# block 1

Fig. 1: block 1, the clock network
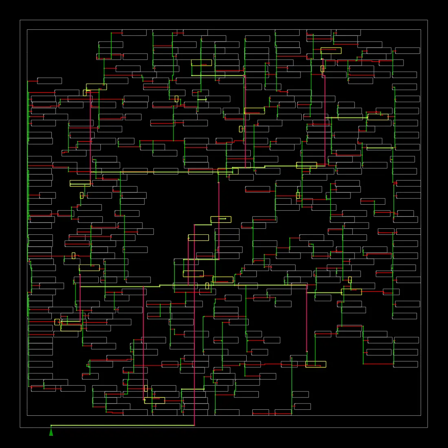

$ cat src/rtl/cdb_broadcaster.sv
// Complete-stage CDB driver: per-FU result FIFOs, round-robin select, registered broadcast bus.
// Latency: a result pushed at the end of cycle t is broadcast in cycle t+2 at the earliest.
// Backpressure: fu_ready[i] is low while FIFO i is full; a push against low ready is dropped and flagged.

// Small generic FIFO used for each functional-unit holding buffer.
// Latency: head visible the cycle after a push into an empty FIFO.
// Backpressure: caller must gate push with !full and pop with !empty.
module cdb_fifo #(
  parameter int WIDTH = 8,
  parameter int DEPTH = 2
) (
  input  logic             clock,
  input  logic             reset,
  input  logic             flush,
  input  logic             push,
  input  logic             pop,
  input  logic [WIDTH-1:0] wr_dat,
  output logic [WIDTH-1:0] rd_dat,
  output logic             full,
  output logic             empty
);
  localparam int PTR_W = (DEPTH > 1) ? $clog2(DEPTH) : 1;
  localparam int CNT_W = $clog2(DEPTH + 1);
  localparam logic [PTR_W-1:0] LAST_PTR = PTR_W'(DEPTH - 1);

  logic [WIDTH-1:0] mem [DEPTH];
  logic [PTR_W-1:0] rd_ptr;
  logic [PTR_W-1:0] wr_ptr;
  logic [CNT_W-1:0] count;

  assign full   = (count == CNT_W'(DEPTH));
  assign empty  = (count == '0);
  assign rd_dat = mem[rd_ptr];

  // Storage write; entries need no reset because validity is carried by count.
  always_ff @(posedge clock) begin
    if (push) mem[wr_ptr] <= wr_dat;
  end

  // Pointer and occupancy update; reset and flush both discard every entry.
  always_ff @(posedge clock) begin
    if (reset || flush) begin
      rd_ptr <= '0;
      wr_ptr <= '0;
      count  <= '0;
    end else begin
      if (push) wr_ptr <= (wr_ptr == LAST_PTR) ? '0 : wr_ptr + 1'b1;
      if (pop)  rd_ptr <= (rd_ptr == LAST_PTR) ? '0 : rd_ptr + 1'b1;
      if (push && !pop)      count <= count + 1'b1;
      else if (pop && !push) count <= count - 1'b1;
    end
  end
endmodule

module cdb_broadcaster #(
  parameter int NUM_FU    = 4,
  parameter int TAG_W     = 5,
  parameter int DATA_W    = 32,
  parameter int BUF_DEPTH = 2
) (
  input  logic                       clock,
  input  logic                       reset,
  input  logic                       squash,
  input  logic [NUM_FU-1:0]          fu_valid,
  input  logic [NUM_FU*TAG_W-1:0]    fu_tag,
  input  logic [NUM_FU*DATA_W-1:0]   fu_value,
  output logic [NUM_FU-1:0]          fu_ready,
  output logic                       cdb_valid,
  output logic [TAG_W-1:0]           cdb_tag,
  output logic [DATA_W-1:0]          cdb_value,
  output logic [$clog2(NUM_FU)-1:0]  cdb_fu_id,
  output logic                       overflow_err
);
  localparam int ID_W = $clog2(NUM_FU);
  localparam logic [ID_W-1:0] LAST_ID = ID_W'(NUM_FU - 1);

  typedef struct packed {
    logic [TAG_W-1:0]  tag;
    logic [DATA_W-1:0] value;
  } result_t;

  result_t           head [NUM_FU];
  logic [NUM_FU-1:0] full;
  logic [NUM_FU-1:0] empty;
  logic [NUM_FU-1:0] push;
  logic [NUM_FU-1:0] pop;
  logic [ID_W-1:0]   rr_ptr;
  logic              grant_vld;
  logic [ID_W-1:0]   grant_id;
  logic [ID_W:0]     scan;

  for (genvar i = 0; i < NUM_FU; i++) begin : g_fu
    // Ready comes from registered occupancy only, so a pop never frees a slot in the same cycle.
    assign fu_ready[i] = ~full[i];
    assign push[i]     = fu_valid[i] & ~full[i] & ~squash;
    assign pop[i]      = grant_vld & (grant_id == ID_W'(i)) & ~squash;

    cdb_fifo #(
      .WIDTH ($bits(result_t)),
      .DEPTH (BUF_DEPTH)
    ) u_fifo (
      .clock  (clock),
      .reset  (reset),
      .flush  (squash),
      .push   (push[i]),
      .pop    (pop[i]),
      .wr_dat ({fu_tag[i*TAG_W +: TAG_W], fu_value[i*DATA_W +: DATA_W]}),
      .rd_dat (head[i]),
      .full   (full[i]),
      .empty  (empty[i])
    );
  end

  // Round-robin pick: first non-empty FIFO scanning upward from rr_ptr, wrapping at NUM_FU.
  always_comb begin
    grant_vld = 1'b0;
    grant_id  = '0;
    scan      = '0;
    for (int k = 0; k < NUM_FU; k++) begin
      scan = {1'b0, rr_ptr} + (ID_W+1)'(k);
      if (scan >= (ID_W+1)'(NUM_FU)) scan = scan - (ID_W+1)'(NUM_FU);
      if (!grant_vld && !empty[scan[ID_W-1:0]]) begin
        grant_vld = 1'b1;
        grant_id  = scan[ID_W-1:0];
      end
    end
  end

  // Registered CDB and arbitration pointer; squash kills the next broadcast but keeps rr_ptr.
  always_ff @(posedge clock) begin
    if (reset) begin
      rr_ptr    <= '0;
      cdb_valid <= 1'b0;
      cdb_tag   <= '0;
      cdb_value <= '0;
      cdb_fu_id <= '0;
    end else if (squash) begin
      cdb_valid <= 1'b0;
    end else if (grant_vld) begin
      cdb_valid <= 1'b1;
      cdb_tag   <= head[grant_id].tag;
      cdb_value <= head[grant_id].value;
      cdb_fu_id <= grant_id;
      rr_ptr    <= (grant_id == LAST_ID) ? '0 : grant_id + 1'b1;
    end else begin
      cdb_valid <= 1'b0;
    end
  end

  // Sticky flag for a result offered to a full FIFO; a squashed offer is not an overflow.
  always_ff @(posedge clock) begin
    if (reset) begin
      overflow_err <= 1'b0;
    end else if (!squash && |(fu_valid & ~fu_ready)) begin
      overflow_err <= 1'b1;
    end
  end
endmodule

$ cat config.mk
export PLATFORM = sky130hd
export DESIGN_NAME = cdb_broadcaster
export DESIGN_NICKNAME = d
export VERILOG_FILES = /design/src/rtl/cdb_broadcaster.sv
export SDC_FILE = /design/constraint.sdc
export NUM_CORES = 1
export LEC_CHECK = 0
export CAP_MARGIN = 30
export CELL_PAD_IN_SITES_DETAIL_PLACEMENT = 1
export CELL_PAD_IN_SITES_GLOBAL_PLACEMENT = 1
export CORE_MARGIN = 3
export CORE_UTILIZATION = 45
export CTS_CLUSTER_DIAMETER = 200
export CTS_CLUSTER_SIZE = 28
export DETAILED_ROUTE_END_ITERATION = 8
export DONT_BUFFER_PORTS = 1
export PLACE_DENSITY = 0.75
export SKIP_CTS_REPAIR_TIMING = 1
export SLEW_MARGIN = 20
export SYNTH_ARGS = -nofsm -noshare
export SYNTH_HDL_FRONTEND = slang
export SYNTH_SLANG_ARGS = --single-unit
$ cat constraint.sdc
create_clock -name clock -period 3.3 [get_ports clock]
set_input_delay 0.33 -clock clock [delete_from_list [all_inputs] [get_ports clock]]
set_output_delay 0.33 -clock clock [all_outputs]
set_load 0.01 [all_outputs]
# block 2

==> config.mk <==
export PLATFORM = sky130hd
export DESIGN_NAME = booth_radix4_encoder
export DESIGN_NICKNAME = d
export VERILOG_FILES = /design/src/rtl/booth_pkg.sv /design/src/rtl/booth_pp_gen.sv /design/src/rtl/booth_radix4_encoder.sv
export SDC_FILE = /design/constraint.sdc
export NUM_CORES = 1
export LEC_CHECK = 0
export ABC_AREA = 1
export CORE_MARGIN = 1.5
export CORE_UTILIZATION = 40
export CTS_CLUSTER_DIAMETER = 150
export CTS_CLUSTER_SIZE = 25
export DETAILED_ROUTE_END_ITERATION = 10
export PLACE_DENSITY = 0.73
export SKIP_LAST_GASP = 1
export SYNTH_ARGS = -nofsm -noshare
export SYNTH_HDL_FRONTEND = slang
export SYNTH_SLANG_ARGS = --single-unit
==> constraint.sdc <==
create_clock -name clk -period 0.8 [get_ports clk]
set_input_delay 0.12 -clock clk [delete_from_list [all_inputs] [get_ports clk]]
set_output_delay 0.12 -clock clk [all_outputs]
set_load 0.03 [all_outputs]
==> src/rtl/booth_pkg.sv <==
// Shared types and helpers for the radix-4 Booth partial-product generator.
// Provides the default operand width, the digit encoding and the triplet recoder.
package booth_pkg;

    localparam int BOOTH_DATA_WIDTH = 6;

    // Digit value = (neg ? -1 : +1) * (two ? 2 : one ? 1 : 0)
    typedef struct packed {
        logic neg;
        logic one;
        logic two;
    } booth_digit_t;

    // Triplet is {b[2i+1], b[2i], b[2i-1]}
    function automatic booth_digit_t booth_recode(input logic [2:0] t);
        booth_digit_t d;
        d = '0;
        unique case (t)
            3'b001, 3'b010: d.one = 1'b1;
            3'b011:         d.two = 1'b1;
            3'b100: begin
                d.neg = 1'b1;
                d.two = 1'b1;
            end
            3'b101, 3'b110: begin
                d.neg = 1'b1;
                d.one = 1'b1;
            end
            default:        d = '0;
        endcase
        return d;
    endfunction

endpackage

==> src/rtl/booth_pp_gen.sv <==
// One Booth partial product: digit * M, shifted left by SHIFT, in OUT_WIDTH bits.
// Ports: digit (recoded Booth digit), m (signed multiplicand), term (shifted product).
module booth_pp_gen
    import booth_pkg::*;
#(
    parameter int DATA_WIDTH = BOOTH_DATA_WIDTH,
    parameter int OUT_WIDTH  = 2*DATA_WIDTH,
    parameter int SHIFT      = 0
) (
    input  booth_digit_t            digit,
    input  logic [DATA_WIDTH-1:0]   m,
    output logic [OUT_WIDTH-1:0]    term
);

    logic [OUT_WIDTH-1:0] ext;
    logic [OUT_WIDTH-1:0] mag;
    logic [OUT_WIDTH-1:0] val;

    // Working directly in OUT_WIDTH bits is safe: truncation commutes with
    // sign extension, doubling, negation and left shifts.
    always_comb begin
        ext = {{(OUT_WIDTH-DATA_WIDTH){m[DATA_WIDTH-1]}}, m};
        if (digit.two)
            mag = ext << 1;
        else if (digit.one)
            mag = ext;
        else
            mag = '0;
        val  = digit.neg ? ('0 - mag) : mag;
        term = val << SHIFT;
    end

endmodule

==> src/rtl/booth_radix4_encoder.sv <==
// Registered radix-4 Booth partial-product generator for signed operands.
// Ports: clk, rst (async high), in_valid, multiplicand, multiplier -> out_valid,
// result (NUM_TERMS packed terms); product (exact M*B) when BOOTH_PRODUCT_EN is defined.
module booth_radix4_encoder
    import booth_pkg::*;
#(
    parameter  int DATA_WIDTH   = BOOTH_DATA_WIDTH,
    localparam int NUM_TERMS    = DATA_WIDTH/2,
    localparam int TERM_WIDTH   = 2*DATA_WIDTH-1,
    localparam int RESULT_WIDTH = TERM_WIDTH*NUM_TERMS
) (
    input  logic                          clk,
    input  logic                          rst,
    input  logic                          in_valid,
    input  logic [DATA_WIDTH-1:0]         multiplicand,
    input  logic [DATA_WIDTH-1:0]         multiplier,
    output logic                          out_valid,
    output logic [RESULT_WIDTH-1:0]       result
`ifdef BOOTH_PRODUCT_EN
    ,
    output logic signed [2*DATA_WIDTH-1:0] product
`endif
);

`ifdef BOOTH_PRODUCT_EN
    // The exact product needs full-width terms.
    localparam int GEN_WIDTH = 2*DATA_WIDTH;
`else
    localparam int GEN_WIDTH = TERM_WIDTH;
`endif

    // Appending b[-1] = 0 lets every triplet be a plain 3-bit slice.
    logic [DATA_WIDTH:0]     bext;
    logic [GEN_WIDTH-1:0]    terms [NUM_TERMS];
    logic [RESULT_WIDTH-1:0] packed_terms;

    assign bext = {multiplier, 1'b0};

    for (genvar i = 0; i < NUM_TERMS; i++) begin : g_pp
        booth_digit_t d;
        assign d = booth_recode(bext[2*i +: 3]);

        booth_pp_gen #(
            .DATA_WIDTH (DATA_WIDTH),
            .OUT_WIDTH  (GEN_WIDTH),
            .SHIFT      (2*i)
        ) u_pp (
            .digit (d),
            .m     (multiplicand),
            .term  (terms[i])
        );

        assign packed_terms[i*TERM_WIDTH +: TERM_WIDTH] =
            terms[i][TERM_WIDTH-1:0];
    end

`ifdef BOOTH_PRODUCT_EN
    logic [2*DATA_WIDTH-1:0] prod_sum;

    always_comb begin
        prod_sum = '0;
        for (int i = 0; i < NUM_TERMS; i++)
            prod_sum = prod_sum + terms[i];
    end
`endif

    always_ff @(posedge clk or posedge rst) begin
        if (rst) begin
            out_valid <= 1'b0;
            result    <= '0;
`ifdef BOOTH_PRODUCT_EN
            product   <= '0;
`endif
        end else begin
            out_valid <= in_valid;
            if (in_valid) begin
                result  <= packed_terms;
`ifdef BOOTH_PRODUCT_EN
                product <= prod_sum;
`endif
            end
        end
    end

endmodule

# block 3

### src/rtl/skin_seg_pkg.sv
// Shared types and default parameters for the skin segmentation stage.
package skin_seg_pkg;

  typedef enum logic [1:0] {
    IDLE,
    ACTIVE,
    DONE
  } state_t;

  localparam int unsigned DEF_IMG_W = 320;
  localparam int unsigned DEF_IMG_H = 240;

  localparam logic [7:0] DEF_Y_MIN  = 8'd40;
  localparam logic [7:0] DEF_CB_MIN = 8'd77;
  localparam logic [7:0] DEF_CB_MAX = 8'd127;
  localparam logic [7:0] DEF_CR_MIN = 8'd133;
  localparam logic [7:0] DEF_CR_MAX = 8'd173;

endpackage

### src/rtl/skin_classifier.sv
// Combinational YCbCr range test; all bounds inclusive, unsigned 8-bit.
module skin_classifier
  import skin_seg_pkg::*;
#(
  parameter logic [7:0] Y_MIN  = DEF_Y_MIN,
  parameter logic [7:0] CB_MIN = DEF_CB_MIN,
  parameter logic [7:0] CB_MAX = DEF_CB_MAX,
  parameter logic [7:0] CR_MIN = DEF_CR_MIN,
  parameter logic [7:0] CR_MAX = DEF_CR_MAX
) (
  input  logic [7:0] luma,
  input  logic [7:0] cb,
  input  logic [7:0] cr,
  output logic       skin
);

  always_comb begin
    skin = (luma >= Y_MIN) &&
           (cb >= CB_MIN) && (cb <= CB_MAX) &&
           (cr >= CR_MIN) && (cr <= CR_MAX);
  end

endmodule

### src/rtl/skin_segmenter.sv
// Skin mask stream plus per-frame skin count and bounding box statistics.
module skin_segmenter
  import skin_seg_pkg::*;
#(
  parameter int unsigned IMG_W  = DEF_IMG_W,
  parameter int unsigned IMG_H  = DEF_IMG_H,
  parameter logic [7:0]  Y_MIN  = DEF_Y_MIN,
  parameter logic [7:0]  CB_MIN = DEF_CB_MIN,
  parameter logic [7:0]  CB_MAX = DEF_CB_MAX,
  parameter logic [7:0]  CR_MIN = DEF_CR_MIN,
  parameter logic [7:0]  CR_MAX = DEF_CR_MAX
) (
  input  logic                             clk,
  input  logic                             rst,
  input  logic                             in_valid,
  input  logic                             in_sof,
  input  logic [7:0]                       luma_ch,
  input  logic [7:0]                       cb_ch,
  input  logic [7:0]                       cr_ch,
  output logic                             mask_valid,
  output logic                             mask_bit,
  output logic [$clog2(IMG_W)-1:0]         mask_x,
  output logic [$clog2(IMG_H)-1:0]         mask_y,
  output logic                             frame_done,
  output logic [$clog2(IMG_W*IMG_H+1)-1:0] skin_count,
  output logic                             bbox_valid,
  output logic [$clog2(IMG_W)-1:0]         bbox_min_x,
  output logic [$clog2(IMG_W)-1:0]         bbox_max_x,
  output logic [$clog2(IMG_H)-1:0]         bbox_min_y,
  output logic [$clog2(IMG_H)-1:0]         bbox_max_y
);

  localparam int unsigned XW = $clog2(IMG_W);
  localparam int unsigned YW = $clog2(IMG_H);
  localparam int unsigned CW = $clog2(IMG_W * IMG_H + 1);
  localparam logic [XW-1:0] X_LAST = XW'(IMG_W - 1);
  localparam logic [YW-1:0] Y_LAST = YW'(IMG_H - 1);

  state_t         state;
  logic [XW-1:0]  x;
  logic [YW-1:0]  y;
  logic [CW-1:0]  acc_count;
  logic [XW-1:0]  acc_min_x, acc_max_x;
  logic [YW-1:0]  acc_min_y, acc_max_y;
  logic           acc_any;

  logic           skin, start, accept, last;
  logic [XW-1:0]  px;
  logic [YW-1:0]  py;
  logic [CW-1:0]  n_count;
  logic [XW-1:0]  n_min_x, n_max_x;
  logic [YW-1:0]  n_min_y, n_max_y;
  logic           n_any;

  skin_classifier #(
    .Y_MIN (Y_MIN),
    .CB_MIN(CB_MIN),
    .CB_MAX(CB_MAX),
    .CR_MIN(CR_MIN),
    .CR_MAX(CR_MAX)
  ) u_classifier (
    .luma(luma_ch),
    .cb  (cb_ch),
    .cr  (cr_ch),
    .skin(skin)
  );

  // A start pixel is folded in against freshly cleared accumulators, so a
  // frame start and an abort-restart share one path.
  always_comb begin
    start  = in_valid && in_sof;
    accept = start || (in_valid && state == ACTIVE);
    px     = start ? '0 : x;
    py     = start ? '0 : y;
    last   = accept && (px == X_LAST) && (py == Y_LAST);

    n_count = start ? '0     : acc_count;
    n_min_x = start ? X_LAST : acc_min_x;
    n_max_x = start ? '0     : acc_max_x;
    n_min_y = start ? Y_LAST : acc_min_y;
    n_max_y = start ? '0     : acc_max_y;
    n_any   = start ? 1'b0   : acc_any;

    if (skin) begin
      n_count = n_count + 1'b1;
      n_min_x = (px < n_min_x) ? px : n_min_x;
      n_max_x = (px > n_max_x) ? px : n_max_x;
      n_min_y = (py < n_min_y) ? py : n_min_y;
      n_max_y = (py > n_max_y) ? py : n_max_y;
      n_any   = 1'b1;
    end
  end

  always_ff @(posedge clk or posedge rst) begin
    if (rst) begin
      state      <= IDLE;
      x          <= '0;
      y          <= '0;
      acc_count  <= '0;
      acc_min_x  <= '0;
      acc_max_x  <= '0;
      acc_min_y  <= '0;
      acc_max_y  <= '0;
      acc_any    <= 1'b0;
      mask_valid <= 1'b0;
      mask_bit   <= 1'b0;
      mask_x     <= '0;
      mask_y     <= '0;
      frame_done <= 1'b0;
      skin_count <= '0;
      bbox_valid <= 1'b0;
      bbox_min_x <= '0;
      bbox_max_x <= '0;
      bbox_min_y <= '0;
      bbox_max_y <= '0;
    end else begin
      mask_valid <= accept;
      mask_bit   <= accept && skin;
      frame_done <= (state == DONE);

      if (state == DONE) begin
        skin_count <= acc_count;
        bbox_valid <= acc_any;
        bbox_min_x <= acc_any ? acc_min_x : '0;
        bbox_max_x <= acc_any ? acc_max_x : '0;
        bbox_min_y <= acc_any ? acc_min_y : '0;
        bbox_max_y <= acc_any ? acc_max_y : '0;
      end

      if (accept) begin
        mask_x    <= px;
        mask_y    <= py;
        acc_count <= n_count;
        acc_min_x <= n_min_x;
        acc_max_x <= n_max_x;
        acc_min_y <= n_min_y;
        acc_max_y <= n_max_y;
        acc_any   <= n_any;
        if (px == X_LAST) begin
          x <= '0;
          y <= (py == Y_LAST) ? '0 : py + 1'b1;
        end else begin
          x <= px + 1'b1;
          y <= py;
        end
        state <= last ? DONE : ACTIVE;
      end else if (state == DONE) begin
        state <= IDLE;
      end
    end
  end

endmodule
### config.mk
export PLATFORM = sky130hd
export DESIGN_NAME = skin_segmenter
export DESIGN_NICKNAME = d
export VERILOG_FILES = /design/src/rtl/skin_seg_pkg.sv /design/src/rtl/skin_classifier.sv /design/src/rtl/skin_segmenter.sv
export SDC_FILE = /design/constraint.sdc
export NUM_CORES = 1
export LEC_CHECK = 0
export CAP_MARGIN = 20
export CORE_MARGIN = 2
export CORE_UTILIZATION = 46
export CTS_CLUSTER_SIZE = 25
export DETAILED_ROUTE_END_ITERATION = 8
export GPL_TIMING_DRIVEN = 1
export PLACE_DENSITY = 0.69
export REMOVE_ABC_BUFFERS = 1
export SLEW_MARGIN = 20
export SYNTH_ARGS = -nofsm -noshare
export SYNTH_HDL_FRONTEND = slang
export SYNTH_SLANG_ARGS = --single-unit
### constraint.sdc
create_clock -name clk -period 6.25 [get_ports clk]
set_input_delay 1.25 -clock clk [delete_from_list [all_inputs] [get_ports clk]]
set_output_delay 1.25 -clock clk [all_outputs]
set_load 0.02 [all_outputs]

==> notes/layouts.md <==
Pictures saved along the way, in no particular order.

I/O pins on the die edge.
Plate I
Scale: 4 px per um. Pins as bars across the die edge, other pins in gray.
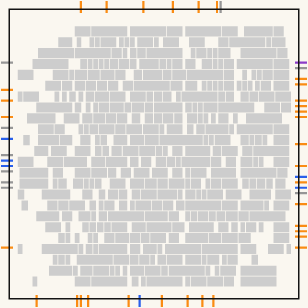
Plate II
Scale: 3 px per um. Pins as bars across the die edge, other pins in gray.
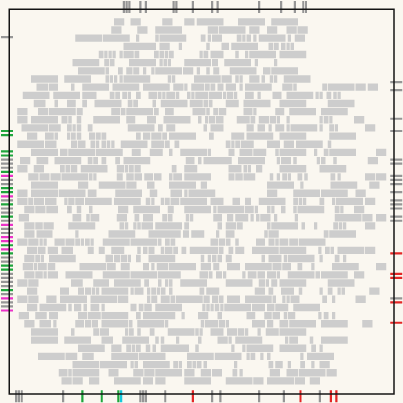
Plate III
Scale: 2 px per um. Pins as bars across the die edge, other pins in gray.
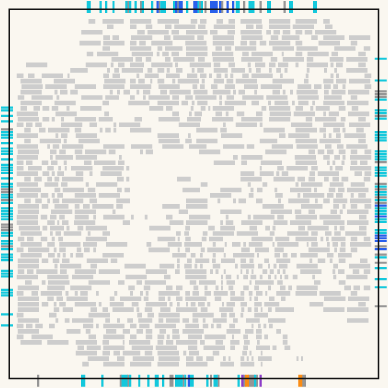
- smallest die: Plate I
- most pins: Plate III
Block 1 is Plate III.
Block 3 is Plate II.
Block 2 is Plate I.

Key to Plate III:
| port | color | pins | direction | edge |
|---|---|---|---|---|
| fu_tag | blue | 20 | input | 13 top, 6 right, 1 bottom |
| fu_value | cyan | 128 | input | 43 left, 33 right, 28 top, 24 bottom |
| fu_valid | orange | 4 | input | bottom |
| cdb_fu_id | purple | 2 | output | bottom |
all pins by edge: 52 right, 51 top, 51 left, 46 bottom

Fig. 2: block 3, signal wires on met4
Scale: 3 px per um. Supply wires on this layer in gray. Cells faint in the background.
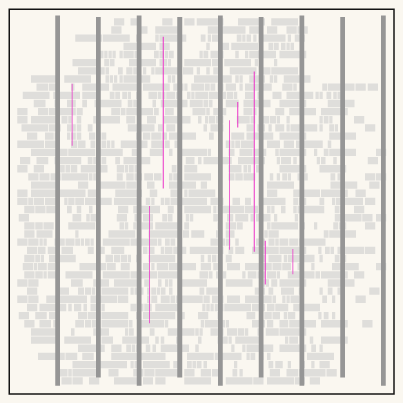
wire length on this layer: 243 um
longest straight run: 59.8 um
share of all routed wire: 1.5%

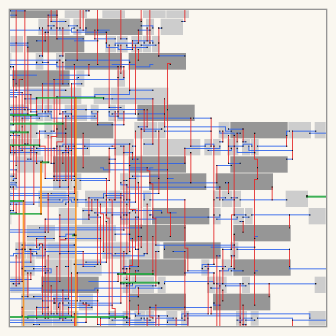
Fig. 3. Zoomed window (block 3).
Window x 71 to 121, y 71 to 121 um. Cells in gray, sequential cells in the stronger gray; small squares are vias.
| layer | color |
|---|---|
| M2 | red |
| M1 | blue |
| M4 | orange |
| M3 | green |
netlist names of flops here include: acc_min_y (6), acc_max_y (5), bbox_max_y (5)
cells with their middle in the window: 128
most frequent: nand2_1 (36), dfrtp_1 (22), o21ai_0 (12)
sequential cells in the window: 22

==> Changelog: implementation, block 3 <==
### Metrics

* Status: completed
* Capturing point of the worst reg2reg path: acc_min_y[0]
* Design Power at roughly 0.0022 W
* Post-CTS setup buffer count at 0
* Seq pwr share at 0.444
* P_comb at roughly 0.00019 W
* Top cell excl fill/tap: nand2_1
* Sequential cell power at around 0.00098 W
* Post-route insts no fill at between 1,000 and 1,500
* CP max stage delay at about 660 ps
* Worst Setup SP: in_valid
* Top area cell types: dfrtp_1 (51%), nand2_1 (8.5%), ha_1 (5.5%)
* Stages on worst setup path at 11
* Origin of the worst min-delay path: bbox_min_y[1]
* Syn_area_per_cell at a little under 10 um^2
* Startpoint Class: primary input
* Clk pwr at slightly above 0.001 W
* Top cell family by delay on the critical path: simple AND/OR/NAND/NOR gates
* Tcrit/Tclk final at 0.707
* Antenna violations before repair at 0
* Port buffer count at 96
* Crit path DRT at 6520 ps
* FP Util at 0.467
* Vias at between 5,000 and 6,000
* Top pwr grp: the clock network
* Dominant flop cell: dfrtp_1
* VDD IR max at 221 uV
* Met3 Usage GRT at 0.0563
* Post-CTS Hold Fix Bufs at 0
* R2R Path Start: y[2]
* FF+latch count, synth at around 140
* Critical path destination: acc_min_y[0]
* Routed wl met3 at 1020 um
* Root Buffer: clkbuf_16
* Slowest CP cell: clkdlybuf4s50_1
* Netlist cell types at 70
* Achievable Freq at around 230 MHz
* Hold worst-path end: bbox_min_y[1]
* Relative slew margins at 0.387
* Max Slew Vio Count at 0
* Final core utilization at 0.581
* Ys cells at about 730
block 3: cells by family (layout without fill, tap and decap cells):
kind of cell,count (synthesis),count (layout),share of synthesized area
compound gates,156,156,0.142
flops,143,143,0.508
fa+ha+maj,32,32,0.0565
xor+xnor,17,17,0.0211
simple gates,286,286,0.189
buf+inv,63,164,0.0355
mux,31,31,0.0471
block 3: area by class of cell:
cell class                 count  area, um^2
clock buffer                  19         443
timing repair buffer         102        1010
fill                        1303        6330
sequential                   143        3580
inverter                      30         118
tap                          188         235
clock inverter                13         164
multi-input combinational    522        3210
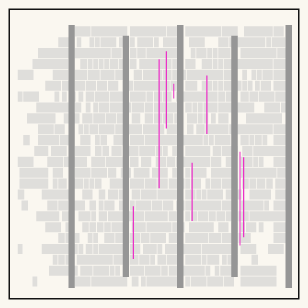
Fig. 4. Signal wires on met4 (block 2).
Scale: 4 px per um. Supply wires on this layer in gray. Cells faint in the background.
share of all routed wire: 1.9%
longest straight run: 32.0 um
main direction: vertical
wire length on this layer: 139 um

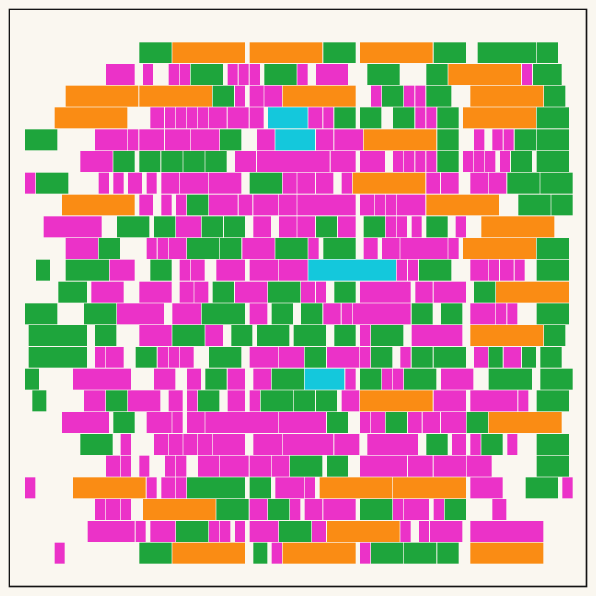
Fig. 5. Placement by cell class (block 2).
Scale: 8 px per um.
| class | color | cells |
|---|---|---|
| clock drivers and dummy loads | cyan | 4 |
| remaining logic cells | magenta | 237 |
| remaining buffers and delay cells | green | 128 |
| registers | orange | 28 |
final core utilization: 0.822
Cell Rows: 24
Core ar.: 0.00447 mm^2

==> Changelog: implementation, block 2 <==
### Metrics

* Capturing point of the worst reg2reg path: result[6]
* Pwr Density at between 1500 and 2000 mW/mm^2
* Post-CTS Hold Fix Bufs at 0
* Synth Instances at approximately 270
* Failing checks: negative setup slack
* Achievable Freq at around 800 MHz
* CTS resizes at between 100 and 150
* Setup ws final at -450 ps
* Top cell family by delay on the critical path: simple AND/OR/NAND/NOR gates
* Fin Hold WS at about 160 ps
* Die Ht at between 70 and 80 um
* Clk pwr at 0.00118 W
* CP Class: primary input to flip-flop
* Ys cells at about 270
* Worst-path cell chain: buf_8 -> buf_8 -> nand2_8 -> nand2_4 -> nand3_2 -> nand2_2 -> inv_2 -> ha_4 -> nand3_2 -> o21ai_2 -> nand3_1 -> nand3_1 -> nand2_1
* Leading cell category by total area: logic gates
* Net Sw Power at about 0.0021 W
* FF+latch count, synth at 28
* Stages on worst setup path at 13
* Clock transition at path regs at roughly 110 ps
* Status: finished with violations
* Max Slew Vio Count at 0
* Io pins at between 40 and 50
* Final setup violation count at between 50 and 60
* Seq/total area at 0.191
* ClkCell Share at 0.0194
* Worst R2R Setup Slack at -140 ps
* Max Root-Sink Buffers at 2
* Post-CTS setup buffer count at 26
* Switching Share at 0.378
* Syn_area_per_cell at between 6 and 7 um^2
## block 2: synth_stat cells, types with 2 or more instances
cell type	instances
nand2_1	88
nand3_1	34
dfrtp_1	28
inv_1	23
nor2_1	17
o21ai_0	16
nand2_2	9
buf_4	7
o21ai_1	7
a21oi_1	4
nor2_4	4
clkbuf_1	3
ha_1	3
inv_2	3
nor2_2	3
o211ai_1	3
o21ai_2	3
xor2_1	3
buf_6	2
o22ai_1	2
xnor2_1	2
## block 2: registers in the layout, indices dropped and copies added, names as in the netlist
name and flops:
result 27, out_valid 1
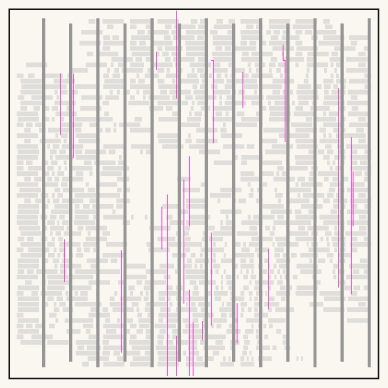
Fig. 6. Signal wires on met4 (block 1).
Scale: 2 px per um. Supply wires on this layer in gray. Cells faint in the background.
wire length on this layer: 914 um
longest straight run: 99.3 um
main direction: vertical

## Picture notes: Fig. 1
Clock Sinks: 359
clk pwr: 0.00234 W
clk_skew: 17.4 ps
clock buffer count: 27
Late-Pin Clk Latency: 520 ps

==> Changelog: implementation, block 1 <==
### Metrics

* Ys cells at 909
* Top Layout Cells: edfxtp_1 (296), dlygate4sd3_1 (150), nand3_1 (78)
* Synth warn at 0
* Status: finished with violations
* Switching Share at 0.259
* Fin Hold WS at -5.59 ps
* Seq pwr share at 0.600
* Hpwl dp at 23,800 um
* CTS tree: yes
* Worst Path Buf+Inv at 1
* WL met1 at around 16,000 um
* Io pins at roughly 200
* Most flop-heavy register: g_fu.u_fifo.mem
* Largest regs: g_fu.u_fifo.mem x296, cdb_value x32, g_fu.u_fifo.count x8
* Gr ovfl total at 0
* Vias at 8,521
* Met2 WL at slightly above 20,000 um
* DRC marker count from the first detailed-route iteration at 671
* XOR-XNOR Cells, Area Fraction at 0.00800
* Global route hottest layer: met2
* Top cell family by delay on the critical path: simple AND/OR/NAND/NOR gates
* Failing checks: negative hold slack
* Netlist cell types at approximately 42
* Antenna violations before repair at 2
* Crit path DRT at between 3000 and 4000 ps
* Measured slew at the worst slew-check pin at roughly 1100 ps
* Final Hold Viols at 2
block 1: power by group through the flow:
stage	Sequential, W	Combinational, W	Clock, W
after floorplan	0.00534	0.000753	0
after global placement	0.00542	0.000966	0
after detailed placement	0.00543	0.00101	0
after CTS	0.00533	0.00101	0.00239
after global routing	0.00535	0.00132	0.00253
final	0.00533	0.00122	0.00234
block 1: layout make-up:
cell class / count / area (um^2)
diodes: 5 / 12.5
inverters: 9 / 33.8
clock inverters: 1 / 6.26
flip-flops and latches: 359 / 10200
clock buffers: 27 / 463
well taps: 396 / 495
multi-input cells: 480 / 3840
fillers: 2893 / 14100
repair buffers: 178 / 1760


==> gallery <==
Signal wires on met3.
panel A
Scale: 4 px per um. Cells faint in the background.
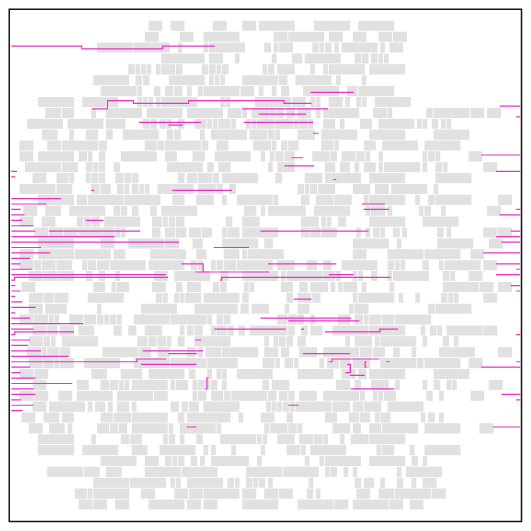
panel B
Scale: 6 px per um. Cells faint in the background.
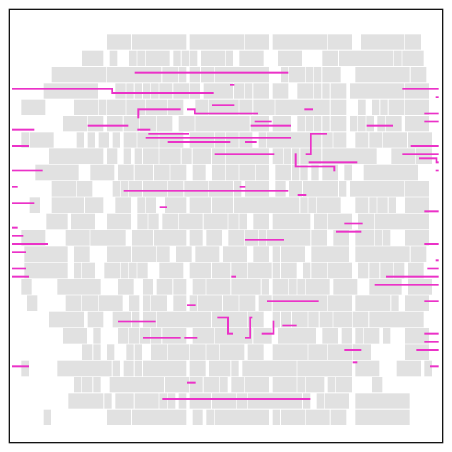
panel C
Scale: 2 px per um. Cells faint in the background.
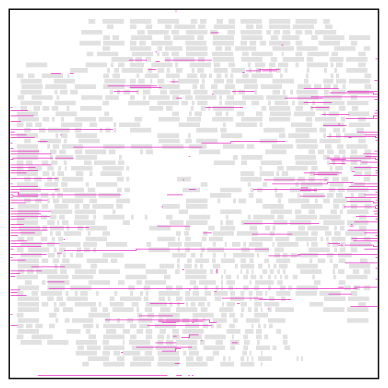
Of these, largest die: panel C
Of these, smallest die: panel B
| picture | from |
|---|---|
| panel B | block 2 |
| panel C | block 1 |
| panel A | block 3 |

Key to panel A:
nets with wire on the layer: 89
share of all routed wire: 6.1%
longest straight run: 42.1 um
wire length on this layer: 1,020 um
main direction: horizontal

No activity file was given, so power comes from the tool's default toggle rates.
